# ---- clkdiv_multi ----
==> clkdiv_multi/congestion_map.png <==
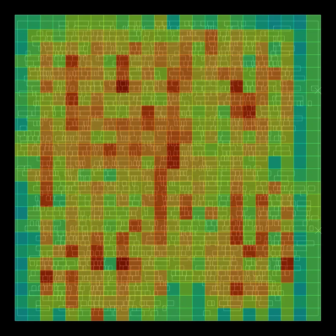
--- src/rtl/clkdiv_multi.sv ---
`default_nettype none
`timescale 1ns/1ps
// ============================================================================
// Module   : clkdiv_multi
// Purpose  : NCH-channel runtime-programmable clock divider with square/pulse
//            outputs, glitch-free divisor updates and a shared phase-align strobe.
// Revision : 1.0 - initial release
// ============================================================================
module clkdiv_multi #(
    parameter int NCH     = 4,
    parameter int W       = 16,
    parameter int DEF_DIV = 2,
    localparam int CHW    = (NCH > 1) ? $clog2(NCH) : 1
) (
    input  logic           clk,
    input  logic           reset,
    input  logic [NCH-1:0] en,
    input  logic           sync,
    input  logic           div_wr,
    input  logic [CHW-1:0] div_ch,
    input  logic [W-1:0]   div_val,
    input  logic           div_mode,
    output logic [NCH-1:0] out,
    output logic [NCH-1:0] tick
);

    localparam logic [W-1:0] c_def_div = (DEF_DIV < 2) ? W'(2) : W'(DEF_DIV);

    logic [W-1:0] w_div_clamped;
    assign w_div_clamped = (div_val < W'(2)) ? W'(2) : div_val;

    for (genvar gi = 0; gi < NCH; gi++) begin : g_ch
        logic [W-1:0] r_count;
        logic [W-1:0] r_div;
        logic [W-1:0] r_sh_div;
        logic         r_mode;
        logic         r_sh_mode;
        logic         r_pending;
        logic         r_running;
        logic         r_p;
        logic         r_n;
        logic         r_tick;

        logic         w_hit;
        logic         w_wrap;
        logic [W-1:0] w_count_inc;
        logic         w_p_next;

        assign w_hit       = div_wr && (int'(div_ch) == gi);
        // Terminal compare precedes the increment, so D = 2^W-1 never overflows.
        assign w_wrap      = !r_running || (r_count == (r_div - W'(1))) || sync;
        assign w_count_inc = r_count + W'(1);
        assign w_p_next    = w_count_inc < (r_div >> 1);

        always_ff @(posedge clk) begin
            if (reset) begin
                r_count   <= '0;
                r_div     <= c_def_div;
                r_sh_div  <= c_def_div;
                r_mode    <= 1'b0;
                r_sh_mode <= 1'b0;
                r_pending <= 1'b0;
                r_running <= 1'b0;
                r_p       <= 1'b0;
                r_tick    <= 1'b0;
            end else begin
                if (en[gi]) begin
                    if (w_wrap) begin
                        r_count   <= '0;
                        r_tick    <= 1'b1;
                        r_p       <= 1'b1;
                        r_running <= 1'b1;
                        if (r_pending) begin
                            r_div     <= r_sh_div;
                            r_mode    <= r_sh_mode;
                            r_pending <= 1'b0;
                        end
                    end else begin
                        r_count <= w_count_inc;
                        r_tick  <= 1'b0;
                        r_p     <= w_p_next;
                    end
                end else begin
                    r_count   <= '0;
                    r_p       <= 1'b0;
                    r_tick    <= 1'b0;
                    r_running <= 1'b0;
                    if (r_pending) begin
                        r_div     <= r_sh_div;
                        r_mode    <= r_sh_mode;
                        r_pending <= 1'b0;
                    end
                end
                // A write landing on a boundary cycle stays queued for the next one.
                if (w_hit) begin
                    r_sh_div  <= w_div_clamped;
                    r_sh_mode <= div_mode;
                    r_pending <= 1'b1;
                end
            end
        end

        // Half-cycle delayed copy of p; supplies the extra half for odd divisors.
        always_ff @(negedge clk) begin
            r_n <= r_p;
        end

        assign out[gi]  = r_mode ? r_tick : (r_p | (r_n & r_div[0] & r_running));
        assign tick[gi] = r_tick;
    end

endmodule
`default_nettype wire

--- config.mk ---
export PLATFORM = sky130hd
export DESIGN_NAME = clkdiv_multi
export DESIGN_NICKNAME = d
export VERILOG_FILES = /design/src/rtl/clkdiv_multi.sv
export SDC_FILE = /design/constraint.sdc
export NUM_CORES = 1
export LEC_CHECK = 0
export ABC_AREA = 0
export CAP_MARGIN = 0
export CORE_UTILIZATION = 45
export DETAILED_ROUTE_END_ITERATION = 8
export MAX_ROUTING_LAYER = met4
export PLACE_DENSITY = 0.6
export RECOVER_POWER = 25
export SLEW_MARGIN = 40
export SYNTH_ARGS = -nofsm -noshare
export SYNTH_HDL_FRONTEND = slang
export SYNTH_SLANG_ARGS = --single-unit
--- constraint.sdc ---
create_clock -name clk -period 2.8 [get_ports clk]
set_input_delay 0.28 -clock clk [delete_from_list [all_inputs] [get_ports clk]]
set_output_delay 0.28 -clock clk [all_outputs]
set_load 0.01 [all_outputs]
==> flow_results.org <==
* Implementation run

** Hold path
- Min-delay worst type :: in -> reg

** Final timing
- In the final report, the number of pins over their slew limit comes to 57.
- Per the slew report, the remaining headroom to the max-slew limit stands at -41.82%.
- On the final layout, the worst hold slack is 0.4499 ns.
- Setup slack on the critical path of the routed design comes to -0.1332 ns.
- Count of endpoints failing setup in the final report :: 45

** Route
- DRC violation count after routing :: 2
- Vias after detailed routing :: 10,250

** Cells and area
- Signal inverters :: 79
- Multi-input combinational cell count :: 1,072
- In the final layout, the clock buffer count is 35.
- Ratio of cells with drive above 1 in the final layout :: 15.97%
- Final-stage net count :: 1,659

** Status
- The flow ran to the end, but the final reports show violations.
- The final reports fail on DRC, capacitance limit, slew limit, setup timing.

** Critical path
- The worst setup path is launched from a flip-flop.

** Job
- Max-cap violations in this run came to 1.

** Power and ir drop
- Switching Fraction :: 22.62%
- Cell internal power was estimated by the tool at 0.005491 W.

** Synthesis
- Mux cell area share after synthesis :: 5.930%
About clkdiv_multi/congestion_map.png:
met1 Usage GRT: 29.09%
final core utilization: 57.02%
grt peak-use layer: met2
met2 capacity usage during global routing: 35.99%

per-stage QoR:
stage | util, % | setup TNS [ns] | instances | setup WS [ns] | cell area, sq um
6_report | 57.02 | -1.124 | 1919 | -0.1332 | 14990
5_1_grt | 57.02 | -7.338 | 1919 | -0.2061 | 14990
4_1_cts | 55.48 | -0.7013 | 1911 | -0.1705 | 14580
3_5_place_dp | 51.75 | -3.497 | 1861 | -0.1070 | 13600
3_3_place_gp | 51.75 | -4.598 | 1861 | -0.1709 | 13600
2_1_floorplan | - | 0 | 1447 | 0.0007747 | 12230
what timing repair did:
action                                  4_1_cts  5_1_grt
buffers inserted                              1        4
resized                                      37       75
gates cloned                                  2        5
pin swaps                                     5       18
endpoints found under the setup margin       72      121
metal layers:
layer | vias to the layer above | track usage [%] | wire length, microns
met5 | - | - | 0
met4 | 0 | 6.079 | 591
met3 | 40 | 3.113 | 1567
met2 | 182 | 35.99 | 14200
met1 | 4838 | 29.09 | 14430
li1 | 5190 | - | -
critical path, cell delays in order (launching register included):
cell	delay, ns
sky130_fd_sc_hd__dfxtp_1	0.29
sky130_fd_sc_hd__a31oi_1	0.16
sky130_fd_sc_hd__o21ai_1	0.07
sky130_fd_sc_hd__buf_2	0.14

# ---- spi_master ----
<file path="config.mk">
export PLATFORM = sky130hd
export DESIGN_NAME = spi_master
export DESIGN_NICKNAME = d
export VERILOG_FILES = /design/src/rtl/spi_pkg.sv /design/src/rtl/spi_sclk_gen.sv /design/src/rtl/spi_master.sv
export SDC_FILE = /design/constraint.sdc
export NUM_CORES = 1
export LEC_CHECK = 0
export ABC_CLOCK_PERIOD_IN_PS = 2080
export CAP_MARGIN = 30
export CORE_ASPECT_RATIO = 0.75
export CORE_UTILIZATION = 53
export CTS_CLUSTER_SIZE = 20
export DETAILED_ROUTE_END_ITERATION = 7
export GPL_ROUTABILITY_DRIVEN = 0
export PLACE_DENSITY = 0.8
export SLEW_MARGIN = 20
export SYNTH_ARGS = -nofsm -noshare
export SYNTH_HDL_FRONTEND = slang
export SYNTH_SLANG_ARGS = --single-unit
export TNS_END_PERCENT = 50
</file>
<file path="constraint.sdc">
create_clock -name clk -period 2.08 [get_ports clk]
set_input_delay 0.416 -clock clk [delete_from_list [all_inputs] [get_ports clk]]
set_output_delay 0.416 -clock clk [all_outputs]
set_load 0.02 [all_outputs]
</file>
<file path="src/rtl/spi_pkg.sv">
// rtl/spi_pkg.sv - shared SPI master constants, frame geometry and state type
// Purpose: frame field widths, read/write flag values and the master FSM states.
// Ports: none (package).
package spi_pkg;
  localparam int ADDR_WIDTH = 7;
  localparam int DATA_WIDTH = 8;
  localparam int FRAME_BITS = 16;

  localparam logic RW_READ  = 1'b1;
  localparam logic RW_WRITE = 1'b0;

  typedef enum logic [1:0] {
    IDLE  = 2'd0,
    SHIFT = 2'd1,
    TAIL  = 2'd2,
    GAP   = 2'd3
  } state_t;
endpackage

</file>
<file path="src/rtl/spi_sclk_gen.sv">
// rtl/spi_sclk_gen.sv - SCLK divider with tick, rise and fall strobes
// Purpose: counts CLK_DIV clk cycles per SCLK half-period while run is high.
// Ports: clk, reset_n (sync, active-low), run (count enable, clears when low),
//        toggle_en (allow SCLK to toggle on a tick), tick (half-period boundary),
//        rise/fall (tick that drives SCLK high/low), sclk (registered SCLK level).
module spi_sclk_gen #(
  parameter int CLK_DIV = 4
) (
  input  logic clk,
  input  logic reset_n,
  input  logic run,
  input  logic toggle_en,
  output logic tick,
  output logic rise,
  output logic fall,
  output logic sclk
);
  localparam int CW = $clog2(CLK_DIV) + 1;
  localparam logic [CW-1:0] LAST = CW'(CLK_DIV - 1);

  logic [CW-1:0] cnt;

  // Strobes are combinational so the top can update its registered pins on
  // the very clk edge where SCLK changes.
  assign tick = run && (cnt == LAST);
  assign rise = tick && toggle_en && !sclk;
  assign fall = tick && toggle_en && sclk;

  always_ff @(posedge clk) begin
    if (!reset_n || !run) begin
      cnt  <= '0;
      sclk <= 1'b0;
    end else begin
      cnt <= tick ? '0 : cnt + CW'(1);
      if (tick && toggle_en) begin
        sclk <= !sclk;
      end
    end
  end
endmodule

</file>
<file path="src/rtl/spi_master.sv">
// rtl/spi_master.sv - mode-0 SPI master issuing 16-bit {addr, rw, wdata} frames
// Purpose: serialises one register access per start, captures read data.
// Ports: clk, reset_n (sync, active-low), start/rw/addr/wdata (request),
//        rdata/busy/done (status), sclk_pin/cs_pin/mosi_pin/miso_pin (SPI bus).
module spi_master
  import spi_pkg::*;
#(
  parameter int CLK_DIV = 4
) (
  input  logic                  clk,
  input  logic                  reset_n,
  input  logic                  start,
  input  logic                  rw,
  input  logic [ADDR_WIDTH-1:0] addr,
  input  logic [DATA_WIDTH-1:0] wdata,
  output logic [DATA_WIDTH-1:0] rdata,
  output logic                  busy,
  output logic                  done,
  output logic                  sclk_pin,
  output logic                  cs_pin,
  output logic                  mosi_pin,
  input  logic                  miso_pin
);
  localparam logic [5:0] LAST_EDGE = 6'(2 * FRAME_BITS - 1);

  state_t                state, state_d;
  logic [FRAME_BITS-1:0] tx_q, tx_d;
  logic [DATA_WIDTH-1:0] rx_q, rx_d;
  logic [5:0]            edge_q, edge_d;
  logic                  rd_q, rd_d;
  logic                  cs_d, mosi_d, busy_d, done_d;
  logic [DATA_WIDTH-1:0] rdata_d;
  logic                  tick, rise, fall;

  spi_sclk_gen #(.CLK_DIV(CLK_DIV)) u_sclk_gen (
    .clk       (clk),
    .reset_n   (reset_n),
    .run       (state != IDLE),
    .toggle_en (state == SHIFT),
    .tick      (tick),
    .rise      (rise),
    .fall      (fall),
    .sclk      (sclk_pin)
  );

  always_comb begin
    state_d = state;
    tx_d    = tx_q;
    rx_d    = rx_q;
    edge_d  = edge_q;
    rd_d    = rd_q;
    cs_d    = cs_pin;
    mosi_d  = mosi_pin;
    busy_d  = busy;
    done_d  = 1'b0;
    rdata_d = rdata;
    case (state)
      IDLE: begin
        if (start) begin
          tx_d    = {addr, rw, wdata};
          rd_d    = (rw == RW_READ);
          cs_d    = 1'b0;
          mosi_d  = addr[ADDR_WIDTH-1];
          busy_d  = 1'b1;
          edge_d  = '0;
          state_d = SHIFT;
        end
      end
      SHIFT: begin
        if (tick) begin
          edge_d = edge_q + 6'd1;
        end
        // LSB-in: after 16 rises the register holds the bits from rises 9..16.
        if (rise) begin
          rx_d = {rx_q[DATA_WIDTH-2:0], miso_pin};
        end
        if (tick && edge_q == LAST_EDGE) begin
          mosi_d  = 1'b0;
          edge_d  = '0;
          state_d = TAIL;
        end else if (fall) begin
          tx_d   = tx_q << 1;
          mosi_d = tx_q[FRAME_BITS-2];
        end
      end
      TAIL: begin
        if (tick) begin
          cs_d    = 1'b1;
          state_d = GAP;
        end
      end
      GAP: begin
        if (tick) begin
          busy_d  = 1'b0;
          done_d  = 1'b1;
          state_d = IDLE;
          if (rd_q) begin
            rdata_d = rx_q;
          end
        end
      end
      default: state_d = IDLE;
    endcase
  end

  always_ff @(posedge clk) begin
    if (!reset_n) begin
      state    <= IDLE;
      tx_q     <= '0;
      rx_q     <= '0;
      edge_q   <= '0;
      rd_q     <= 1'b0;
      cs_pin   <= 1'b1;
      mosi_pin <= 1'b0;
      busy     <= 1'b0;
      done     <= 1'b0;
      rdata    <= '0;
    end else begin
      state    <= state_d;
      tx_q     <= tx_d;
      rx_q     <= rx_d;
      edge_q   <= edge_d;
      rd_q     <= rd_d;
      cs_pin   <= cs_d;
      mosi_pin <= mosi_d;
      busy     <= busy_d;
      done     <= done_d;
      rdata    <= rdata_d;
    end
  end
endmodule

</file>
==> spi_master/gates.png <==
The bar under the picture is 20 microns long.
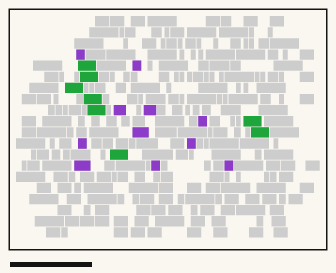
family	color	cells
and/or cells	purple	11
fa/ha/maj cells	green	8
most instantiated logic cell after routing: sky130_fd_sc_hd__dfxtp_1
number of standard cells in the final layout excluding fillers: 325
Comb area share: 44.21%

==> flow_results.org <==
* Implementation run

** Final timing
- The worst path uses 92.83% of the clock period.
- Hold WS :: 0.4338 ns
- Final-report hold violation count :: 0

** Critical path
- Required time reported for the critical path endpoint :: 2.25 ns
- STA shows the worst reg2reg path with a cell count of 5.
- Arrival time at the worst endpoint :: 2.10 ns
- Per STA, the startpoint of the critical path is state[0]$_SDFFE_PN0P_.

** Synthesis
- Summing the areas of all xor and xnor instances in the mapped netlist gives 1.552% of the synthesized area.
- Netlist area before placement :: 2257 sq um
- The commonest cells after synthesis are sky130_fd_sc_hd__dfxtp_1 (48), sky130_fd_sc_hd__nand2_1 (46), sky130_fd_sc_hd__a21boi_1 (16), sky130_fd_sc_hd__mux2i_1 (16).

** Power and ir drop
- Internal power :: 0.001728 W

** GRT
- The number of antenna violations at the first check in global routing was 0.

** Clock network
- For this design, the sink count on the clock tree is 48.
- Post-CTS sizing :: 0
- The H-tree was split into 2 levels.
- Clock Pin Slew Worst Setup and Hold Paths :: 0.09 ns

** Hold path
- The report gives the cell count of the worst hold path as 1.

** Floorplan
- In this run the count of I/O pins placed on the die edge is 33.

** Status
- The flow ran to the end, and the final reports show no timing, DRC or antenna violations.

** Cells and area
- In the layout the commonest cells are sky130_fd_sc_hd__dfxtp_1 (48), sky130_fd_sc_hd__nand2_1 (46), sky130_fd_sc_hd__clkdlybuf4s50_1 (32), sky130_fd_sc_hd__a21boi_1 (16), sky130_fd_sc_hd__mux2i_1 (16).
-- worst register-to-register path: cells and delay by family (launching register included) --
| kind | cells | cell delay (ns) |
|---|---|---|
| flops | 1 | 0.39 |
| buf+inv | 1 | 0.10 |
| fa+ha+maj | 1 | 0.32 |
| simple gates | 1 | 0.30 |
| compound gates | 2 | 0.71 |
-- state kept, by name, indices dropped and copies added, names as in the netlist --
signal and count:
rdata 8, rd_q 1, busy 1, edge_q 6
done 1, tx_q 15, state 2, u_sclk_gen.cnt 3
rx_q 8, mosi_pin 1, u_sclk_gen.sclk 1, cs_pin 1
-- metrics by stage --
step,cell area [sq um],std cells,power (W)
after floorplan,2257,242,0.001889
after global placement,2579,318,0.002040
after detailed placement,2579,318,0.002068
after CTS,2660,325,0.002585
after global routing,2660,325,0.002742
final,2660,325,0.002572
-- final cells by class --
| cell class | count | area (sq um) |
|---|---|---|
| fill | 366 | 1394 |
| multi-input combinational | 173 | 1176 |
| sequential | 48 | 960.9 |
| timing repair buffer | 36 | 350.3 |
| clock buffer | 5 | 68.82 |
| tap | 55 | 68.82 |
| inverter | 6 | 22.52 |
| clock inverter | 2 | 12.51 |


==> notes/layouts.md <==
Pictures saved along the way, in no particular order.

Sequential cells grouped by signal name.
image #1
The bar under the picture is 20 microns long. Other sequential cells in the stronger gray, the rest of the logic in the fainter gray.
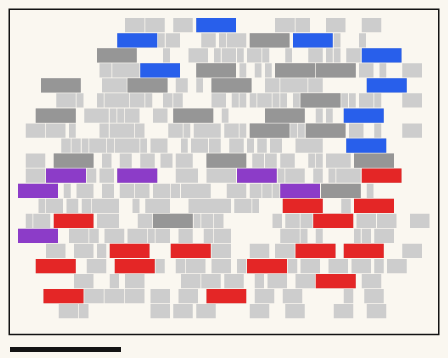
image #2
The bar under the picture is 50 microns long. Other sequential cells in the stronger gray, the rest of the logic in the fainter gray.
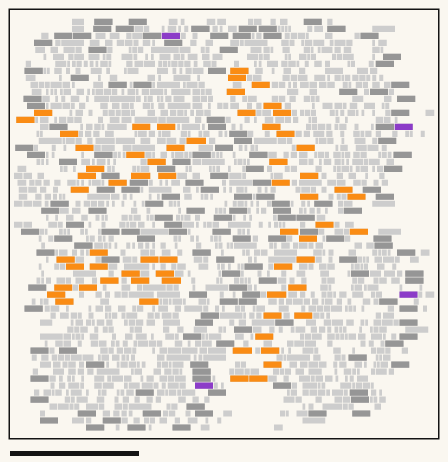
| picture | from |
|---|---|
| image #2 | clkdiv_multi |
| image #1 | spi_master |

No activity file was given, so power comes from the tool's default toggle rates.
